=== block 1 ===
File: src/rtl/mem_reg_bank_pkg.sv
// rtl/mem_reg_bank_pkg.sv - address map constants and decode helpers for mem_reg_bank
package mem_reg_bank_pkg;

    localparam int STAT_BASE = 0;
    localparam int CNT_BASE  = 8;
    localparam int CTRL_BASE = 16;

    localparam logic [15:0] DEFAULT_ID = 16'h0B16;

    // Each counter owns a low/high word pair starting at CNT_BASE.
    function automatic int cnt_lo_addr(input int idx);
        return CNT_BASE + 2 * idx;
    endfunction

    function automatic int cnt_hi_addr(input int idx);
        return CNT_BASE + 2 * idx + 1;
    endfunction

    // The ID word sits at the very top of the address space.
    function automatic int id_addr(input int addr_w);
        return (1 << addr_w) - 1;
    endfunction

endpackage

File: src/rtl/edge_event_counter.sv
// rtl/edge_event_counter.sv - status synchroniser, rising-edge detect, saturating counter with hi snapshot
//
// Ports:
//   clk, rst        bus clock, synchronous active-high reset
//   stat_in         asynchronous status level
//   clr             clear counter and snapshot (wins over a same-cycle event)
//   snap            latch the current counter high part into hi_snap
//   level           synchronised status level
//   cnt_lo          counter low word
//   hi_snap         counter high part as captured by the last snap
module edge_event_counter #(
    parameter int DATA_W = 16,
    parameter int CNT_W  = 32
) (
    input  logic                      clk,
    input  logic                      rst,
    input  logic                      stat_in,
    input  logic                      clr,
    input  logic                      snap,
    output logic                      level,
    output logic [DATA_W-1:0]         cnt_lo,
    output logic [CNT_W-DATA_W-1:0]   hi_snap
);

    logic             meta;
    logic             level_d;
    logic [CNT_W-1:0] cnt;

    always_ff @(posedge clk) begin
        if (rst) begin
            meta    <= 1'b0;
            level   <= 1'b0;
            level_d <= 1'b0;
            cnt     <= '0;
            hi_snap <= '0;
        end else begin
            meta    <= stat_in;
            level   <= meta;
            level_d <= level;
            if (clr)
                cnt <= '0;
            else if (level && !level_d && !(&cnt))
                cnt <= cnt + CNT_W'(1);
            // snapshot samples the pre-increment count so a low-word read
            // and its matching high-word read describe the same value
            if (clr)
                hi_snap <= '0;
            else if (snap)
                hi_snap <= cnt[CNT_W-1:DATA_W];
        end
    end

    assign cnt_lo = cnt[DATA_W-1:0];

endmodule

File: src/rtl/mem_reg_bank.sv
// rtl/mem_reg_bank.sv - host register bank: status bits, edge counters, control registers
//
// Ports:
//   clk, rst        bus clock, synchronous active-high reset
//   din, we, re     host write data / write enable / read enable
//   addr            host word address
//   dout            registered read data, held while re is low
//   stat_in         asynchronous status levels
//   ctrl_out        control registers, reg k at [k*DATA_W +: DATA_W]
//   ctrl_wr         one-cycle strobe per control register after a write
module mem_reg_bank
    import mem_reg_bank_pkg::*;
#(
    parameter int                DATA_W   = 16,
    parameter int                ADDR_W   = 5,
    parameter int                N_STAT   = 4,
    parameter int                CNT_W    = 32,
    parameter int                N_CTRL   = 8,
    parameter logic [DATA_W-1:0] CTRL_RST = '0,
    parameter logic [DATA_W-1:0] ID_WORD  = DATA_W'(DEFAULT_ID)
) (
    input  logic                     clk,
    input  logic                     rst,
    input  logic [DATA_W-1:0]        din,
    input  logic                     we,
    input  logic                     re,
    input  logic [ADDR_W-1:0]        addr,
    output logic [DATA_W-1:0]        dout,
    input  logic [N_STAT-1:0]        stat_in,
    output logic [N_CTRL*DATA_W-1:0] ctrl_out,
    output logic [N_CTRL-1:0]        ctrl_wr
);

    localparam int ID_ADDR = id_addr(ADDR_W);
    localparam int HI_W    = CNT_W - DATA_W;

    if (cnt_hi_addr(N_STAT - 1) >= CTRL_BASE) begin : g_chk_stat
        $error("mem_reg_bank: N_STAT overflows the counter window");
    end
    if (CTRL_BASE + N_CTRL > ID_ADDR) begin : g_chk_ctrl
        $error("mem_reg_bank: control registers collide with ID address");
    end
    if (CNT_W <= DATA_W || CNT_W > 2 * DATA_W) begin : g_chk_cnt
        $error("mem_reg_bank: CNT_W must satisfy DATA_W < CNT_W <= 2*DATA_W");
    end

    logic [N_STAT-1:0] s_lvl;
    logic [N_STAT-1:0] clr;
    logic [N_STAT-1:0] snap;
    logic [DATA_W-1:0] cnt_lo  [N_STAT];
    logic [HI_W-1:0]   hi_snap [N_STAT];
    logic [DATA_W-1:0] ctrl    [N_CTRL];
    logic [N_CTRL-1:0] ctrl_we;
    logic [DATA_W-1:0] rd_val;
    int                addr_i;

    assign addr_i = int'(addr);

    for (genvar i = 0; i < N_STAT; i++) begin : g_cnt
        edge_event_counter #(
            .DATA_W(DATA_W),
            .CNT_W (CNT_W)
        ) u_cnt (
            .clk    (clk),
            .rst    (rst),
            .stat_in(stat_in[i]),
            .clr    (clr[i]),
            .snap   (snap[i]),
            .level  (s_lvl[i]),
            .cnt_lo (cnt_lo[i]),
            .hi_snap(hi_snap[i])
        );
    end

    for (genvar k = 0; k < N_CTRL; k++) begin : g_ctrl_out
        assign ctrl_out[k*DATA_W +: DATA_W] = ctrl[k];
    end

    // Address decode and read mux; unmapped addresses read 0 and ignore writes.
    always_comb begin
        rd_val  = '0;
        clr     = '0;
        snap    = '0;
        ctrl_we = '0;
        for (int i = 0; i < N_STAT; i++) begin
            if (addr_i == STAT_BASE + i)
                rd_val = DATA_W'(s_lvl[i]);
            if (addr_i == cnt_lo_addr(i)) begin
                rd_val  = cnt_lo[i];
                snap[i] = re;
                clr[i]  = we;
            end
            if (addr_i == cnt_hi_addr(i))
                rd_val = DATA_W'(hi_snap[i]);
        end
        for (int k = 0; k < N_CTRL; k++) begin
            if (addr_i == CTRL_BASE + k) begin
                rd_val     = ctrl[k];
                ctrl_we[k] = we;
            end
        end
        if (addr_i == ID_ADDR)
            rd_val = ID_WORD;
    end

    // rd_val reflects pre-edge state, so a same-cycle read returns the old value.
    always_ff @(posedge clk) begin
        if (rst) begin
            dout    <= '0;
            ctrl_wr <= '0;
            for (int k = 0; k < N_CTRL; k++)
                ctrl[k] <= CTRL_RST;
        end else begin
            if (re)
                dout <= rd_val;
            ctrl_wr <= ctrl_we;
            for (int k = 0; k < N_CTRL; k++)
                if (ctrl_we[k])
                    ctrl[k] <= din;
        end
    end

endmodule

File: config.mk
export PLATFORM = sky130hd
export DESIGN_NAME = mem_reg_bank
export DESIGN_NICKNAME = d
export VERILOG_FILES = /design/src/rtl/mem_reg_bank_pkg.sv /design/src/rtl/edge_event_counter.sv /design/src/rtl/mem_reg_bank.sv
export SDC_FILE = /design/constraint.sdc
export NUM_CORES = 1
export LEC_CHECK = 0
export ABC_AREA = 1
export CORE_MARGIN = 10
export CORE_UTILIZATION = 38
export CTS_BUF_LIST = sky130_fd_sc_hd__clkbuf_4
export CTS_CLUSTER_DIAMETER = 150
export CTS_CLUSTER_SIZE = 8
export DETAILED_ROUTE_END_ITERATION = 12
export GPL_TIMING_DRIVEN = 0
export PLACE_DENSITY = 0.58
export SYNTH_ARGS = -nofsm -noshare
export SYNTH_HDL_FRONTEND = slang
export SYNTH_SLANG_ARGS = --single-unit
export TNS_END_PERCENT = 30
File: constraint.sdc
create_clock -name clk -period 2.6 [get_ports clk]
set_input_delay 0.26 -clock clk [delete_from_list [all_inputs] [get_ports clk]]
set_output_delay 0.26 -clock clk [all_outputs]
set_load 0.02 [all_outputs]
=== block 2 ===
[config.mk]
export PLATFORM = sky130hd
export DESIGN_NAME = mem7489_arb_ctrl_flat
export DESIGN_NICKNAME = d
export VERILOG_FILES = /design/src/rtl/mem7489_arb_ctrl_if.sv /design/src/rtl/mem7489_arb_ctrl.sv /design/src/flat_wrapper.sv
export SDC_FILE = /design/constraint.sdc
export NUM_CORES = 1
export LEC_CHECK = 0
export CAP_MARGIN = 25
export CORE_ASPECT_RATIO = 1.4
export CORE_MARGIN = 3
export CORE_UTILIZATION = 40
export DETAILED_ROUTE_END_ITERATION = 10
export PLACE_DENSITY = 0.69
export SLEW_MARGIN = 25
export SYNTH_ARGS = -nofsm -noshare
export SYNTH_HDL_FRONTEND = slang
export SYNTH_SLANG_ARGS = --single-unit
[constraint.sdc]
create_clock -name clk -period 1.9 [get_ports clk]
set_input_delay 0.285 -clock clk [delete_from_list [all_inputs] [get_ports clk]]
set_output_delay 0.285 -clock clk [all_outputs]
set_load 0.05 [all_outputs]
[src/rtl/mem7489_arb_ctrl_if.sv]
// ---------------------------------------------------------------------------
// mem7489_arb_ctrl_if
//   Signal bundle around the 7489-style RAM controller.
//   Requester side : req/we/addr/wdata for A and B, ack_a/ack_b, rdata, busy
//   Array side     : mem_addr, mem_di, mem_en, mem_wri (to the cells),
//                    mem_do_n (inverted read data back from the cells)
//   slave  : view taken by the controller
//   master : view taken by whatever drives requests and models the array
// ---------------------------------------------------------------------------
interface mem7489_arb_ctrl_if #(
    parameter int AW = 4,
    parameter int DW = 4
);
    logic          req_a;
    logic          we_a;
    logic [AW-1:0] addr_a;
    logic [DW-1:0] wdata_a;
    logic          req_b;
    logic          we_b;
    logic [AW-1:0] addr_b;
    logic [DW-1:0] wdata_b;
    logic          ack_a;
    logic          ack_b;
    logic [DW-1:0] rdata;
    logic          busy;
    logic [AW-1:0] mem_addr;
    logic [DW-1:0] mem_di;
    logic          mem_en;
    logic          mem_wri;
    logic [DW-1:0] mem_do_n;

    modport slave (
        input  req_a, we_a, addr_a, wdata_a,
        input  req_b, we_b, addr_b, wdata_b,
        input  mem_do_n,
        output ack_a, ack_b, rdata, busy,
        output mem_addr, mem_di, mem_en, mem_wri
    );

    modport master (
        output req_a, we_a, addr_a, wdata_a,
        output req_b, we_b, addr_b, wdata_b,
        output mem_do_n,
        input  ack_a, ack_b, rdata, busy,
        input  mem_addr, mem_di, mem_en, mem_wri
    );
endinterface

[src/rtl/mem7489_arb_ctrl.sv]
// ---------------------------------------------------------------------------
// mem7489_arb_ctrl
//   Round-robin arbiter + strobe sequencer for a 16x4 7489-style RAM.
//   Two requesters share the array; each transfer walks
//   IDLE -> SETUP -> (WPULSE -> HOLD | RACC) -> DONE -> IDLE, holding
//   address/data steady around the level-sensitive Wri pulse.
//   Ports:
//     clk      rising-edge clock
//     reset_L  asynchronous reset, active low
//     bus      mem7489_arb_ctrl_if.slave (requesters + array strobes)
//   Every output is a flop, so mem_wri/mem_en cannot glitch and drop
//   immediately on reset.
// ---------------------------------------------------------------------------
module mem7489_arb_ctrl #(
    parameter int AW      = 4,
    parameter int DW      = 4,
    parameter int T_SETUP = 1,
    parameter int T_WP    = 2,
    parameter int T_HOLD  = 1,
    parameter int T_ACC   = 2
) (
    input logic               clk,
    input logic               reset_L,
    mem7489_arb_ctrl_if.slave bus
);
    typedef enum logic [2:0] {IDLE, SETUP, WPULSE, HOLD, RACC, DONE} state_t;

    typedef struct packed {
        logic          we;
        logic [AW-1:0] addr;
        logic [DW-1:0] wdata;
    } req_t;

    // phase counter reload values: a phase of N cycles counts N-1 down to 0
    localparam logic [3:0] C_SETUP = 4'(T_SETUP - 1);
    localparam logic [3:0] C_WP    = 4'(T_WP - 1);
    localparam logic [3:0] C_HOLD  = 4'(T_HOLD - 1);
    localparam logic [3:0] C_ACC   = 4'(T_ACC - 1);

    state_t     state;
    logic [3:0] cnt;
    logic       ptr_b;    // 1: B wins a tie
    logic       win_b;    // side being served
    logic       we_q;
    logic       grant_b;
    req_t       req_sel;

    // B wins if it is the only requester, or on a tie when the pointer says B
    assign grant_b = bus.req_b && (!bus.req_a || ptr_b);

    always_comb begin
        req_sel = grant_b ? '{we: bus.we_b, addr: bus.addr_b, wdata: bus.wdata_b}
                          : '{we: bus.we_a, addr: bus.addr_a, wdata: bus.wdata_a};
    end

    always_ff @(posedge clk or negedge reset_L) begin
        if (!reset_L) begin
            state        <= IDLE;
            cnt          <= '0;
            ptr_b        <= 1'b0;
            win_b        <= 1'b0;
            we_q         <= 1'b0;
            bus.ack_a    <= 1'b0;
            bus.ack_b    <= 1'b0;
            bus.rdata    <= '0;
            bus.busy     <= 1'b0;
            bus.mem_addr <= '0;
            bus.mem_di   <= '0;
            bus.mem_en   <= 1'b0;
            bus.mem_wri  <= 1'b0;
        end else begin
            bus.ack_a <= 1'b0;
            bus.ack_b <= 1'b0;
            case (state)
                IDLE: begin
                    if (bus.req_a || bus.req_b) begin
                        win_b        <= grant_b;
                        we_q         <= req_sel.we;
                        bus.mem_addr <= req_sel.addr;
                        bus.mem_di   <= req_sel.wdata;
                        bus.mem_en   <= 1'b1;
                        bus.busy     <= 1'b1;
                        cnt          <= C_SETUP;
                        state        <= SETUP;
                    end
                end
                SETUP: begin
                    if (cnt != 4'd0) begin
                        cnt <= cnt - 4'd1;
                    end else if (we_q) begin
                        bus.mem_wri <= 1'b1;
                        cnt         <= C_WP;
                        state       <= WPULSE;
                    end else begin
                        cnt   <= C_ACC;
                        state <= RACC;
                    end
                end
                WPULSE: begin
                    if (cnt != 4'd0) begin
                        cnt <= cnt - 4'd1;
                    end else begin
                        bus.mem_wri <= 1'b0;
                        cnt         <= C_HOLD;
                        state       <= HOLD;
                    end
                end
                HOLD: begin
                    if (cnt != 4'd0) begin
                        cnt <= cnt - 4'd1;
                    end else begin
                        bus.mem_en <= 1'b0;
                        bus.ack_a  <= !win_b;
                        bus.ack_b  <= win_b;
                        state      <= DONE;
                    end
                end
                RACC: begin
                    if (cnt != 4'd0) begin
                        cnt <= cnt - 4'd1;
                    end else begin
                        // array returns inverted data; sample on the last access cycle
                        bus.rdata  <= ~bus.mem_do_n;
                        bus.mem_en <= 1'b0;
                        bus.ack_a  <= !win_b;
                        bus.ack_b  <= win_b;
                        state      <= DONE;
                    end
                end
                DONE: begin
                    // the pointer moves to the side just served's opposite
                    ptr_b    <= !win_b;
                    bus.busy <= 1'b0;
                    state    <= IDLE;
                end
                default: state <= IDLE;
            endcase
        end
    end
endmodule

[src/flat_wrapper.sv]
// flat-port wrapper written by rule: the top's interface ports become plain ports
module mem7489_arb_ctrl_flat 
#(
    parameter int AW      = 4,
    parameter int DW      = 4,
    parameter int T_SETUP = 1,
    parameter int T_WP    = 2,
    parameter int T_HOLD  = 1,
    parameter int T_ACC   = 2
)
  (clk, reset_L, bus_req_a, bus_we_a, bus_addr_a, bus_wdata_a, bus_req_b, bus_we_b, bus_addr_b, bus_wdata_b, bus_mem_do_n, bus_ack_a, bus_ack_b, bus_rdata, bus_busy, bus_mem_addr, bus_mem_di, bus_mem_en, bus_mem_wri);
  mem7489_arb_ctrl_if #(.AW(AW), .DW(DW)) bus_i ();
  input logic clk;
  input logic reset_L;
  input wire logic [$bits(bus_i.req_a)-1:0] bus_req_a;
  input wire logic [$bits(bus_i.we_a)-1:0] bus_we_a;
  input wire logic [$bits(bus_i.addr_a)-1:0] bus_addr_a;
  input wire logic [$bits(bus_i.wdata_a)-1:0] bus_wdata_a;
  input wire logic [$bits(bus_i.req_b)-1:0] bus_req_b;
  input wire logic [$bits(bus_i.we_b)-1:0] bus_we_b;
  input wire logic [$bits(bus_i.addr_b)-1:0] bus_addr_b;
  input wire logic [$bits(bus_i.wdata_b)-1:0] bus_wdata_b;
  input wire logic [$bits(bus_i.mem_do_n)-1:0] bus_mem_do_n;
  output wire logic [$bits(bus_i.ack_a)-1:0] bus_ack_a;
  output wire logic [$bits(bus_i.ack_b)-1:0] bus_ack_b;
  output wire logic [$bits(bus_i.rdata)-1:0] bus_rdata;
  output wire logic [$bits(bus_i.busy)-1:0] bus_busy;
  output wire logic [$bits(bus_i.mem_addr)-1:0] bus_mem_addr;
  output wire logic [$bits(bus_i.mem_di)-1:0] bus_mem_di;
  output wire logic [$bits(bus_i.mem_en)-1:0] bus_mem_en;
  output wire logic [$bits(bus_i.mem_wri)-1:0] bus_mem_wri;
  assign bus_i.req_a = bus_req_a;
  assign bus_i.we_a = bus_we_a;
  assign bus_i.addr_a = bus_addr_a;
  assign bus_i.wdata_a = bus_wdata_a;
  assign bus_i.req_b = bus_req_b;
  assign bus_i.we_b = bus_we_b;
  assign bus_i.addr_b = bus_addr_b;
  assign bus_i.wdata_b = bus_wdata_b;
  assign bus_i.mem_do_n = bus_mem_do_n;
  assign bus_ack_a = bus_i.ack_a;
  assign bus_ack_b = bus_i.ack_b;
  assign bus_rdata = bus_i.rdata;
  assign bus_busy = bus_i.busy;
  assign bus_mem_addr = bus_i.mem_addr;
  assign bus_mem_di = bus_i.mem_di;
  assign bus_mem_en = bus_i.mem_en;
  assign bus_mem_wri = bus_i.mem_wri;
  mem7489_arb_ctrl #(.AW(AW), .DW(DW), .T_SETUP(T_SETUP), .T_WP(T_WP), .T_HOLD(T_HOLD), .T_ACC(T_ACC)) u_core (.clk(clk), .reset_L(reset_L), .bus(bus_i));
endmodule
Figure 1. Signal metal coverage by tile (block 2).
Drawn at 4 px/um. The die is cut into 11 by 15 equal tiles; dark purple is low, yellow is high, scaled to the fullest tile. Values are wire area over tile area, all layers added.
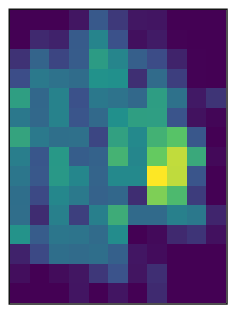
mean over tiles: 0.11
densest ninth of the die: middle
tiles over half the peak: 13%
nearly empty tiles: 21%
fullest tile: 0.43
Overall Global Routing Usage: 15.4%
drt total wl: 2.78 mm
total vias in the final route: 1,091
WL/cell: 13.3 um

==> run summary, block 2 <==
The synthesis and place-and-route flow finished, so here is a summary.

The final setup skew is 5.76 ps. The area fraction of the largest cell type after synthesis is approximately 52%. The largest voltage drop on the vdd net is 0.000843 V.

The overall die width is between 50 and 60 um. The ratio of routed vias to standard cells came out at roughly 5.2. The largest individual stage delay along the critical path comes from the cell sky130_fd_sc_hd__dfrtp_1.

The OpenROAD warning count came out at 27. Counting pins that exceed their max-slew limit in the final report gives 0. The main area contributors are sky130_fd_sc_hd__dfrtp_1 (52%), sky130_fd_sc_hd__o21ai_0 (8.1%), sky130_fd_sc_hd__mux2i_1 (7.7%), sky130_fd_sc_hd__nand2_1 (6.4%), sky130_fd_sc_hd__ha_1 (1.9%). The combinational power came out at between 1.5 and 2 mW. After synthesis, the share of flip-flops with an asynchronous set or reset is 100%.

The final-layout clock buffer total came out at 3. The effective utilization at floorplan came out at between 40% and 50%. The area fraction in and, or, nand and nor cells is between 10% and 20%. The slew of the pin with the lowest slew margin is about 520 ps. The sequential group share of total power came out at between 30 and 40%.

The post-synthesis chip area from yosys came out at about 0.0013 mm^2. The met2 capacity usage during global routing came out at approximately a quarter. The inverter tally of the final layout excluding the clock network came out at 5. The synthesized area divided by synthesized cell count is 10.0 um^2. In the final layout, the share of cells above drive strength 1 is 7.56%. All stages included, the depth of the critical timing path comes to 6.

The global-route wire length before repair came out at ~4.6 mm. The multi-input combinational cell count came out at between 90 and 100. The final sum of negative setup slack is 0 ps.

The flop-to-flop setup slack is between 100 and 150 ps. By area, the class that comes first in the final layout consists of flip-flops and latches. The adder and majority gate portion of the synthesized area came out at 1.93%.

The top routing layer in use is met4. The DRC marker count from the first detailed-route iteration came out at 20. The yosys stat cell total came out at roughly 130. Leaving out fill and tap cells, the most frequent cell in the layout is sky130_fd_sc_hd__clkdlybuf4s50_1. The die height came out at between 70 and 80 um. The power attributed to sequential cells came out at between 1 and 1.5 mW. The type of element launching the critical path is a flip-flop.

The number of violations of the max-capacitance limit came out at 0. The met1 demand-to-capacity share in global routing is 19.2%. The flow reports an fmax of between 0.5 and 0.6 GHz. The portion of netlist area occupied by mux cells came out at under 10%. The logic gate fraction of the total cell area came out at between 30% and 40%.

The worst stage delay on the critical path came out at 440 ps. The footprint of the flip-flops and latches came out at 676 um^2. The number of antenna violations at the first check in global routing came out at 0. The flow ran to the end, and the final reports show no timing, DRC or antenna violations. Switching power as a fraction of the total was reported as between 40 and 50%.
[block 2: metrics by stage]
step / cells / hold WS [ps] / cell area, um^2 / worst slack, ps / utilization, %
4_1_cts: 209 / 394 / 1800 / 123 / 60.0
2_1_floorplan: 129 / -10.6 / 1290 / 326 / -
3_3_place_gp: 205 / 459 / 1750 / 243 / 58.5
6_report: 209 / 379 / 1810 / 142 / 60.4
3_5_place_dp: 205 / 466 / 1750 / 146 / 58.5
5_1_grt: 209 / 414 / 1810 / 31.3 / 60.4
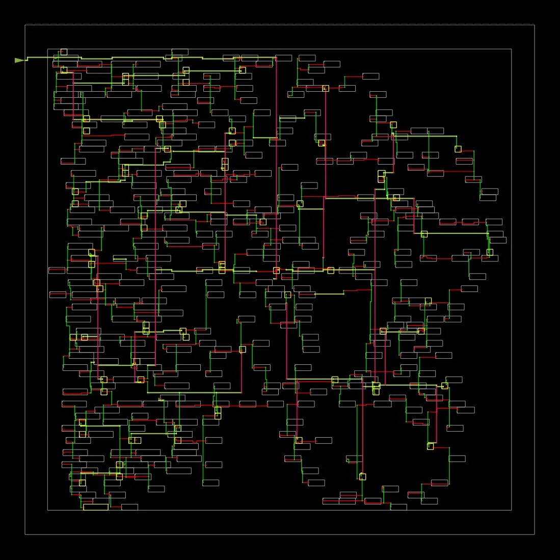
Figure 2: block 1, clock routing.
largest clock skew in the final design: 68.8 ps
clkbuf count: 74
CTS buffer count: 50
Clock Latency Late Sink: 850 ps
flip-flop and latch count: 356

==> run summary, block 1 <==
The synthesis and place-and-route flow finished, so here is a summary.

In this run the clock root is driven by a sky130_fd_sc_hd__clkbuf_4. OpenSTA lists the critical path startpoint as addr[1]. The tightest slew margin relative to the limit is 31.9%. Summing all non-filler instances in the final layout gives an area of around 0.020 mm^2. The largest registers in the layout are ctrl x128, g_cnt.u_cnt.cnt x128, g_cnt.u_cnt.hi_snap x64. The mapped cell area is approximately 0.016 mm^2.

The die height is 228 um. The total overflow reported by the global router came out at 0. The post-CTS repair timing setup buffer count came out at 1. The count of standard-cell rows came out at ~76. The routed layout reports a DRC error count of 0. Following the worst setup path forward leads to its endpoint at dout[6]. Looking at the setup timing report, the critical path kind is primary input to flip-flop. The cell-mix breakdown from Yosys lists the compound-gate area share as between 10% and 20%. The count of pins over their slew limit is 0.

The flow ran to the end, and the final reports show no timing, DRC or antenna violations. The critical path data arrival time came out at between 3000 and 4000 ps.
block 1: power by group:
part | internal (mW) | switching [mW] | total [mW]
logic | 0.371 | 0.685 | 1.06
clock network | 1.38 | 2.09 | 3.47
registers | 5.93 | 0.125 | 6.06
block 1: worst reg2reg max path: cells and delay by family, from the launching register on:
family                     cells  cell delay (ps)
xor gates and xnor gates       1              140
adders and majority gates      1              220
DFF                            1              360
buffers and inverters          2              230
and+or+nand+nor               13             1390

=== block 3 ===
Figure 3. Cells by drive strength (block 3).
Drawn at 3 px/um.
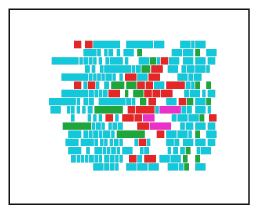
Figure 4. M3 wires (block 3).
Drawn at 4 px/um. Cells faint in the background.
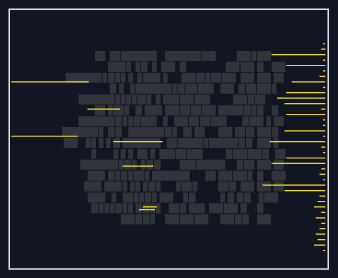
===== src/rtl/uart_tx_arbiter_if.sv =====
`default_nettype none
// ============================================================================
// uart_tx_arbiter_if : requester byte streams plus TX FIFO write port
// Revision: 1.0
// ============================================================================
interface uart_tx_arbiter_if #(
  parameter int NUM_REQ    = 3,
  parameter int DATA_WIDTH = 8
);
  logic [NUM_REQ-1:0]            req_valid;
  logic [NUM_REQ*DATA_WIDTH-1:0] req_data;
  logic [NUM_REQ-1:0]            req_last;
  logic [NUM_REQ-1:0]            req_ready;
  logic [DATA_WIDTH-1:0]         tx_wr_data;
  logic                          tx_wr_en;
  logic                          tx_full;

  modport master (
    output req_valid, req_data, req_last, tx_full,
    input  req_ready, tx_wr_data, tx_wr_en
  );

  modport slave (
    input  req_valid, req_data, req_last, tx_full,
    output req_ready, tx_wr_data, tx_wr_en
  );
endinterface
`default_nettype wire


===== src/rtl/uart_tx_arbiter.sv =====
`default_nettype none
// ============================================================================
// uart_tx_arbiter : packet-granular round-robin arbiter feeding the UART TX FIFO
// Revision: 1.0
// ============================================================================
module uart_tx_arbiter #(
  parameter int NUM_REQ    = 3,
  parameter int DATA_WIDTH = 8,
  parameter int MAX_BURST  = 16
) (
  input  logic                       uart_clk,
  input  logic                       rst_n,
  uart_tx_arbiter_if.slave           bus,
  input  logic                       pause,
  input  logic                       flush,
  output logic [$clog2(NUM_REQ)-1:0] grant_id,
  output logic                       busy,
  output logic                       burst_cut
);

  localparam int c_GW = $clog2(NUM_REQ);
  localparam int c_CW = $clog2(MAX_BURST + 1);

  localparam logic [0:0] c_S_IDLE  = 1'b0;
  localparam logic [0:0] c_S_GRANT = 1'b1;

  logic [0:0]            r_state;
  logic [0:0]            w_next_state;
  logic [c_GW-1:0]       r_last_ptr;
  logic [c_GW-1:0]       r_grant_id;
  logic [c_CW-1:0]       r_beat_cnt;
  logic                  r_burst_cut;

  logic [c_GW-1:0]       w_pick;
  logic                  w_start;
  logic                  w_acc;
  logic                  w_last;
  logic                  w_cnt_hit;
  logic                  w_release;
  logic [NUM_REQ-1:0]    w_ready;
  logic                  w_wr_en;
  logic                  w_busy;
  logic [DATA_WIDTH-1:0] w_sel_data;

  // Descending scan so the smallest offset from last_ptr+1 wins.
  always_comb begin
    w_pick = r_last_ptr;
    for (int k = NUM_REQ; k >= 1; k--) begin
      if (bus.req_valid[(int'(r_last_ptr) + k) % NUM_REQ]) begin
        w_pick = c_GW'((int'(r_last_ptr) + k) % NUM_REQ);
      end
    end
  end

  assign w_start    = (r_state == c_S_IDLE) && !flush && !pause && (|bus.req_valid);
  assign w_last     = bus.req_last[r_grant_id];
  assign w_acc      = (r_state == c_S_GRANT) && bus.req_valid[r_grant_id] && !bus.tx_full;
  assign w_cnt_hit  = (r_beat_cnt == c_CW'(MAX_BURST - 1));
  assign w_release  = w_acc && (w_last || w_cnt_hit);
  assign w_sel_data = bus.req_data[int'(r_grant_id) * DATA_WIDTH +: DATA_WIDTH];

  always_ff @(posedge uart_clk or negedge rst_n) begin
    if (!rst_n) begin
      r_state <= c_S_IDLE;
    end else begin
      r_state <= w_next_state;
    end
  end

  always_comb begin
    w_next_state = r_state;
    case (r_state)
      c_S_IDLE:  if (w_start) w_next_state = c_S_GRANT;
      c_S_GRANT: if (flush || w_release) w_next_state = c_S_IDLE;
      default:   w_next_state = c_S_IDLE;
    endcase
  end

  always_comb begin
    w_ready = '0;
    w_wr_en = 1'b0;
    w_busy  = (r_state == c_S_GRANT);
    if (r_state == c_S_GRANT) begin
      w_ready[r_grant_id] = !bus.tx_full;
      w_wr_en             = w_acc;
    end
  end

  // A flush that coincides with the count limit is an abort, not a burst cut.
  always_ff @(posedge uart_clk or negedge rst_n) begin
    if (!rst_n) begin
      r_last_ptr  <= c_GW'(NUM_REQ - 1);
      r_grant_id  <= '0;
      r_beat_cnt  <= '0;
      r_burst_cut <= 1'b0;
    end else begin
      r_burst_cut <= w_acc && w_cnt_hit && !w_last && !flush;
      if (w_start) begin
        r_grant_id <= w_pick;
        r_beat_cnt <= '0;
      end else if (flush || w_release) begin
        r_beat_cnt <= '0;
      end else if (w_acc) begin
        r_beat_cnt <= r_beat_cnt + 1'b1;
      end
      if ((r_state == c_S_GRANT) && (flush || w_release)) begin
        r_last_ptr <= r_grant_id;
      end
    end
  end

  assign bus.req_ready  = w_ready;
  assign bus.tx_wr_en   = w_wr_en;
  assign bus.tx_wr_data = w_sel_data;
  assign grant_id       = r_grant_id;
  assign busy           = w_busy;
  assign burst_cut      = r_burst_cut;

endmodule
`default_nettype wire


===== src/flat_wrapper.sv =====
// flat-port wrapper written by rule: the top's interface ports become plain ports
module uart_tx_arbiter_flat 
#(
  parameter int NUM_REQ    = 3,
  parameter int DATA_WIDTH = 8,
  parameter int MAX_BURST  = 16
)
  (uart_clk, rst_n, pause, flush, grant_id, busy, burst_cut, bus_req_valid, bus_req_data, bus_req_last, bus_tx_full, bus_req_ready, bus_tx_wr_data, bus_tx_wr_en);
  uart_tx_arbiter_if #(.NUM_REQ(NUM_REQ), .DATA_WIDTH(DATA_WIDTH)) bus_i ();
  input  logic uart_clk;
  input  logic rst_n;
  input  logic pause;
  input  logic flush;
  output logic [$clog2(NUM_REQ)-1:0] grant_id;
  output logic busy;
  output logic burst_cut;
  input wire logic [$bits(bus_i.req_valid)-1:0] bus_req_valid;
  input wire logic [$bits(bus_i.req_data)-1:0] bus_req_data;
  input wire logic [$bits(bus_i.req_last)-1:0] bus_req_last;
  input wire logic [$bits(bus_i.tx_full)-1:0] bus_tx_full;
  output wire logic [$bits(bus_i.req_ready)-1:0] bus_req_ready;
  output wire logic [$bits(bus_i.tx_wr_data)-1:0] bus_tx_wr_data;
  output wire logic [$bits(bus_i.tx_wr_en)-1:0] bus_tx_wr_en;
  assign bus_i.req_valid = bus_req_valid;
  assign bus_i.req_data = bus_req_data;
  assign bus_i.req_last = bus_req_last;
  assign bus_i.tx_full = bus_tx_full;
  assign bus_req_ready = bus_i.req_ready;
  assign bus_tx_wr_data = bus_i.tx_wr_data;
  assign bus_tx_wr_en = bus_i.tx_wr_en;
  uart_tx_arbiter #(.NUM_REQ(NUM_REQ), .DATA_WIDTH(DATA_WIDTH), .MAX_BURST(MAX_BURST)) u_core (.uart_clk(uart_clk), .rst_n(rst_n), .bus(bus_i), .pause(pause), .flush(flush), .grant_id(grant_id), .busy(busy), .burst_cut(burst_cut));
endmodule

===== config.mk =====
export PLATFORM = sky130hd
export DESIGN_NAME = uart_tx_arbiter_flat
export DESIGN_NICKNAME = d
export VERILOG_FILES = /design/src/rtl/uart_tx_arbiter_if.sv /design/src/rtl/uart_tx_arbiter.sv /design/src/flat_wrapper.sv
export SDC_FILE = /design/constraint.sdc
export NUM_CORES = 1
export LEC_CHECK = 0
export ABC_AREA = 1
export CORE_ASPECT_RATIO = 0.75
export CORE_MARGIN = 10
export CORE_UTILIZATION = 43
export CTS_BUF_LIST = sky130_fd_sc_hd__clkbuf_4
export DETAILED_ROUTE_END_ITERATION = 6
export PLACE_DENSITY = 0.82
export REMOVE_ABC_BUFFERS = 1
export SYNTH_ARGS = -nofsm -noshare
export SYNTH_HDL_FRONTEND = slang
export SYNTH_SLANG_ARGS = --single-unit

===== constraint.sdc =====
create_clock -name uart_clk -period 2.1 [get_ports uart_clk]
set_clock_uncertainty 0.05 [all_clocks]
set_input_delay 0.42 -clock uart_clk [delete_from_list [all_inputs] [get_ports uart_clk]]
set_output_delay 0.42 -clock uart_clk [all_outputs]
set_load 0.02 [all_outputs]

==> run summary <==
The synthesis and place-and-route flow finished, so here is a summary.

The flow ran to the end, and the final reports show no timing, DRC or antenna violations. Input and output buffers added on the ports amount to ~50. The final core utilization came out at approximately two thirds. In the detailed route, the total length drawn on met3 is 235 um. The critical path data arrival time came out at about 1600 ps. Together, buffers and inverters on the worst path number 3. The number of flip-flops and latches in the synthesized netlist came out at 11. The source-to-sink clock delay at the later pin of the worst-skew pair is around 260 ps.

The startpoint of the most critical register-to-register path is u_core.r_last_ptr[0]. According to the hold report, the worst path is of the primary input to asynchronous set/reset pin type. The count of TritonRoute iterations in the first routing pass came out at 4. The top cell types in the final layout, fill and taps aside, are sky130_fd_sc_hd__nand2_1 (40), sky130_fd_sc_hd__clkdlybuf4s50_1 (38), sky130_fd_sc_hd__inv_1 (20). The yosys synthesis warning count came out at 0.

The overall die width is slightly below 80 um. By area the synthesized netlist is led by sky130_fd_sc_hd__dfrtp_1 (22%), sky130_fd_sc_hd__nand2_1 (13%), sky130_fd_sc_hd__nand3_1 (8.4%), sky130_fd_sc_hd__ha_1 (6.6%), sky130_fd_sc_hd__inv_1 (6.6%). After legalization and detailed placement, the total HPWL measured 2.99 mm. For reference, the top cells by count after synthesis are sky130_fd_sc_hd__nand2_1 (40), sky130_fd_sc_hd__inv_1 (20), sky130_fd_sc_hd__nand3_1 (19). After floorplanning, the die was sized to cover approximately 0.0051 mm^2.

The effective utilization at floorplan came out at between 40 and 50%. In this run the number of H-tree levels came out at 1. The instance area after placement is around 0.0018 mm^2. The sequential group share of total power came out at approximately a fifth. After detailed routing, the total wire length is about 3.6 mm. The number of primary I/O pins is 51. In this run the worst setup path terminates at bus_req_ready[1]. The global router reports that the layer with the highest usage is met2.

The most used flip-flop cell after synthesis is sky130_fd_sc_hd__dfrtp_1. The amount of wire on met2 after detailed routing is about 1.6 mm. The timing report gives the biggest stage delay along the critical path as around 440 ps.

The DRC marker count from the first detailed-route iteration came out at approximately 46. The number of antenna cells inserted came out at 0. The leakage component of the power came out at between 0.8 and 0.9 nW. The routed metal-1 wirelength is around 1.8 mm. The worst setup path is captured at an output pin. The timing report shows that the slowest cell on the worst path is sky130_fd_sc_hd__clkdlybuf4s50_1.

The worst setup path is of the primary input to output pin kind. By instance count, the leading cell after synthesis is sky130_fd_sc_hd__nand2_1. The tally of unique sky130hd cells used after synthesis came out at 29. The instance count after placement with tap cells included is roughly 250.

The critical path goes through clkdlybuf4s50_1 > nor2_4 > inv_1 > nor3_1 > clkdlybuf4s15_1. The final number of setup-violating endpoints is 0. The maximum clock path buffer count is 2. In this run, power in the clock network comes to about 160 uW. The group that draws the most power in this run is combinational cells. The yosys stat cell total came out at between 150 and 200. The post-cts repair resize count came out at 15. The met3 layer usage reported by global route came out at ~2.6%. The via count of the first global-routing pass came out at 1,207. The part of the power in combinational logic is between 70% and 80%.

Buffers inserted during clock tree synthesis total 3. The clock-pin transition on the worst setup and hold timing paths is approximately 70 ps. The cell depth of the worst flop-to-flop path is 8.

The met2 capacity usage during global routing is between 20% and 30%. In the final layout, the multi-input gates occupy 736 um^2. The post-synthesis share of cell area spent on and-or and or-and gates is between 10% and 20%.

The synthesized area divided by synthesized cell count is approximately 7 um^2. The flop-to-flop setup slack came out at 350 ps. The tightest slew margin relative to the limit is 64.6%. The highest clock rate this design can be run at is a little under 0.5 GHz.
Notes on Figure 3 above:
| size | color | cells |
|---|---|---|
| _3 and _4 cells | red | 28 |
| _2 cells | green | 22 |
| _6 and larger | magenta | 3 |
| _0 and _1 cells | cyan | 171 |

Notes on Figure 4 above:
nets with wire on the layer: 45
share of all routed wire: 6.6%
longest straight run: 19.1 um
main direction: horizontal
wire length on this layer: 235 um

==> final cells by class <==
cell class	count	share of cell area, %
well taps	36	2.57
inverters	22	5.15
multi-input cells	122	42.0
flip-flops and latches	11	15.9
clock buffers	4	1.72
repair buffers	65	32.6
==> flip-flops by register name (all words and copies together) (netlist names) <==
| register | flops |
|---|---|
| u_core.burst_cut | 1 |
| u_core.r_beat_cnt | 5 |
| u_core.grant_id | 2 |
| u_core.busy | 1 |
| u_core.r_last_ptr | 2 |


==> notes/layouts.md <==
Pictures saved along the way, in no particular order.

Cells colored by class.
panel A
Drawn at 6 px/um.
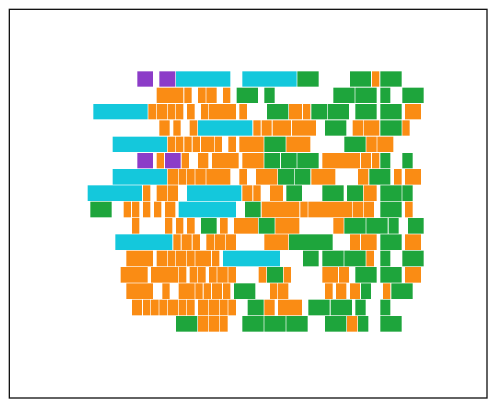
panel B
Drawn at 6 px/um.
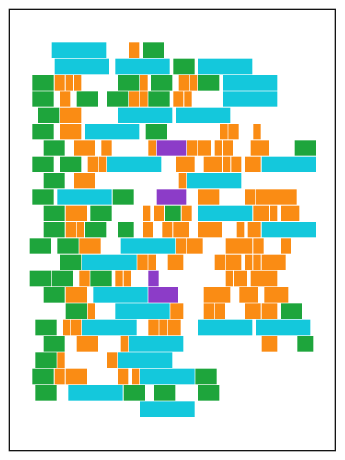
panel C
Drawn at 2 px/um.
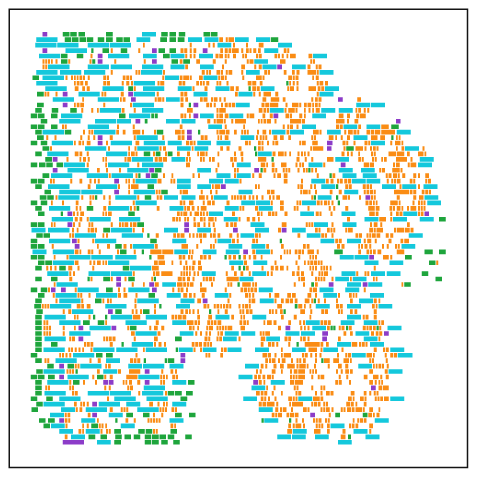
block 3 -> panel A
block 2 -> panel B
block 1 -> panel C
The one with the fewest cells is panel B.
The one with the smallest die is panel B.

Key to panel A:
| class | color | cells | share of their area |
|---|---|---|---|
| combinational and other logic | orange | 144 | 48% |
| other buffers and delay cells | green | 65 | 33% |
| flops | cyan | 11 | 16% |
| clock drivers and dummy loads | purple | 4 | 1.8% |

Power and IR drop assume default switching activity.
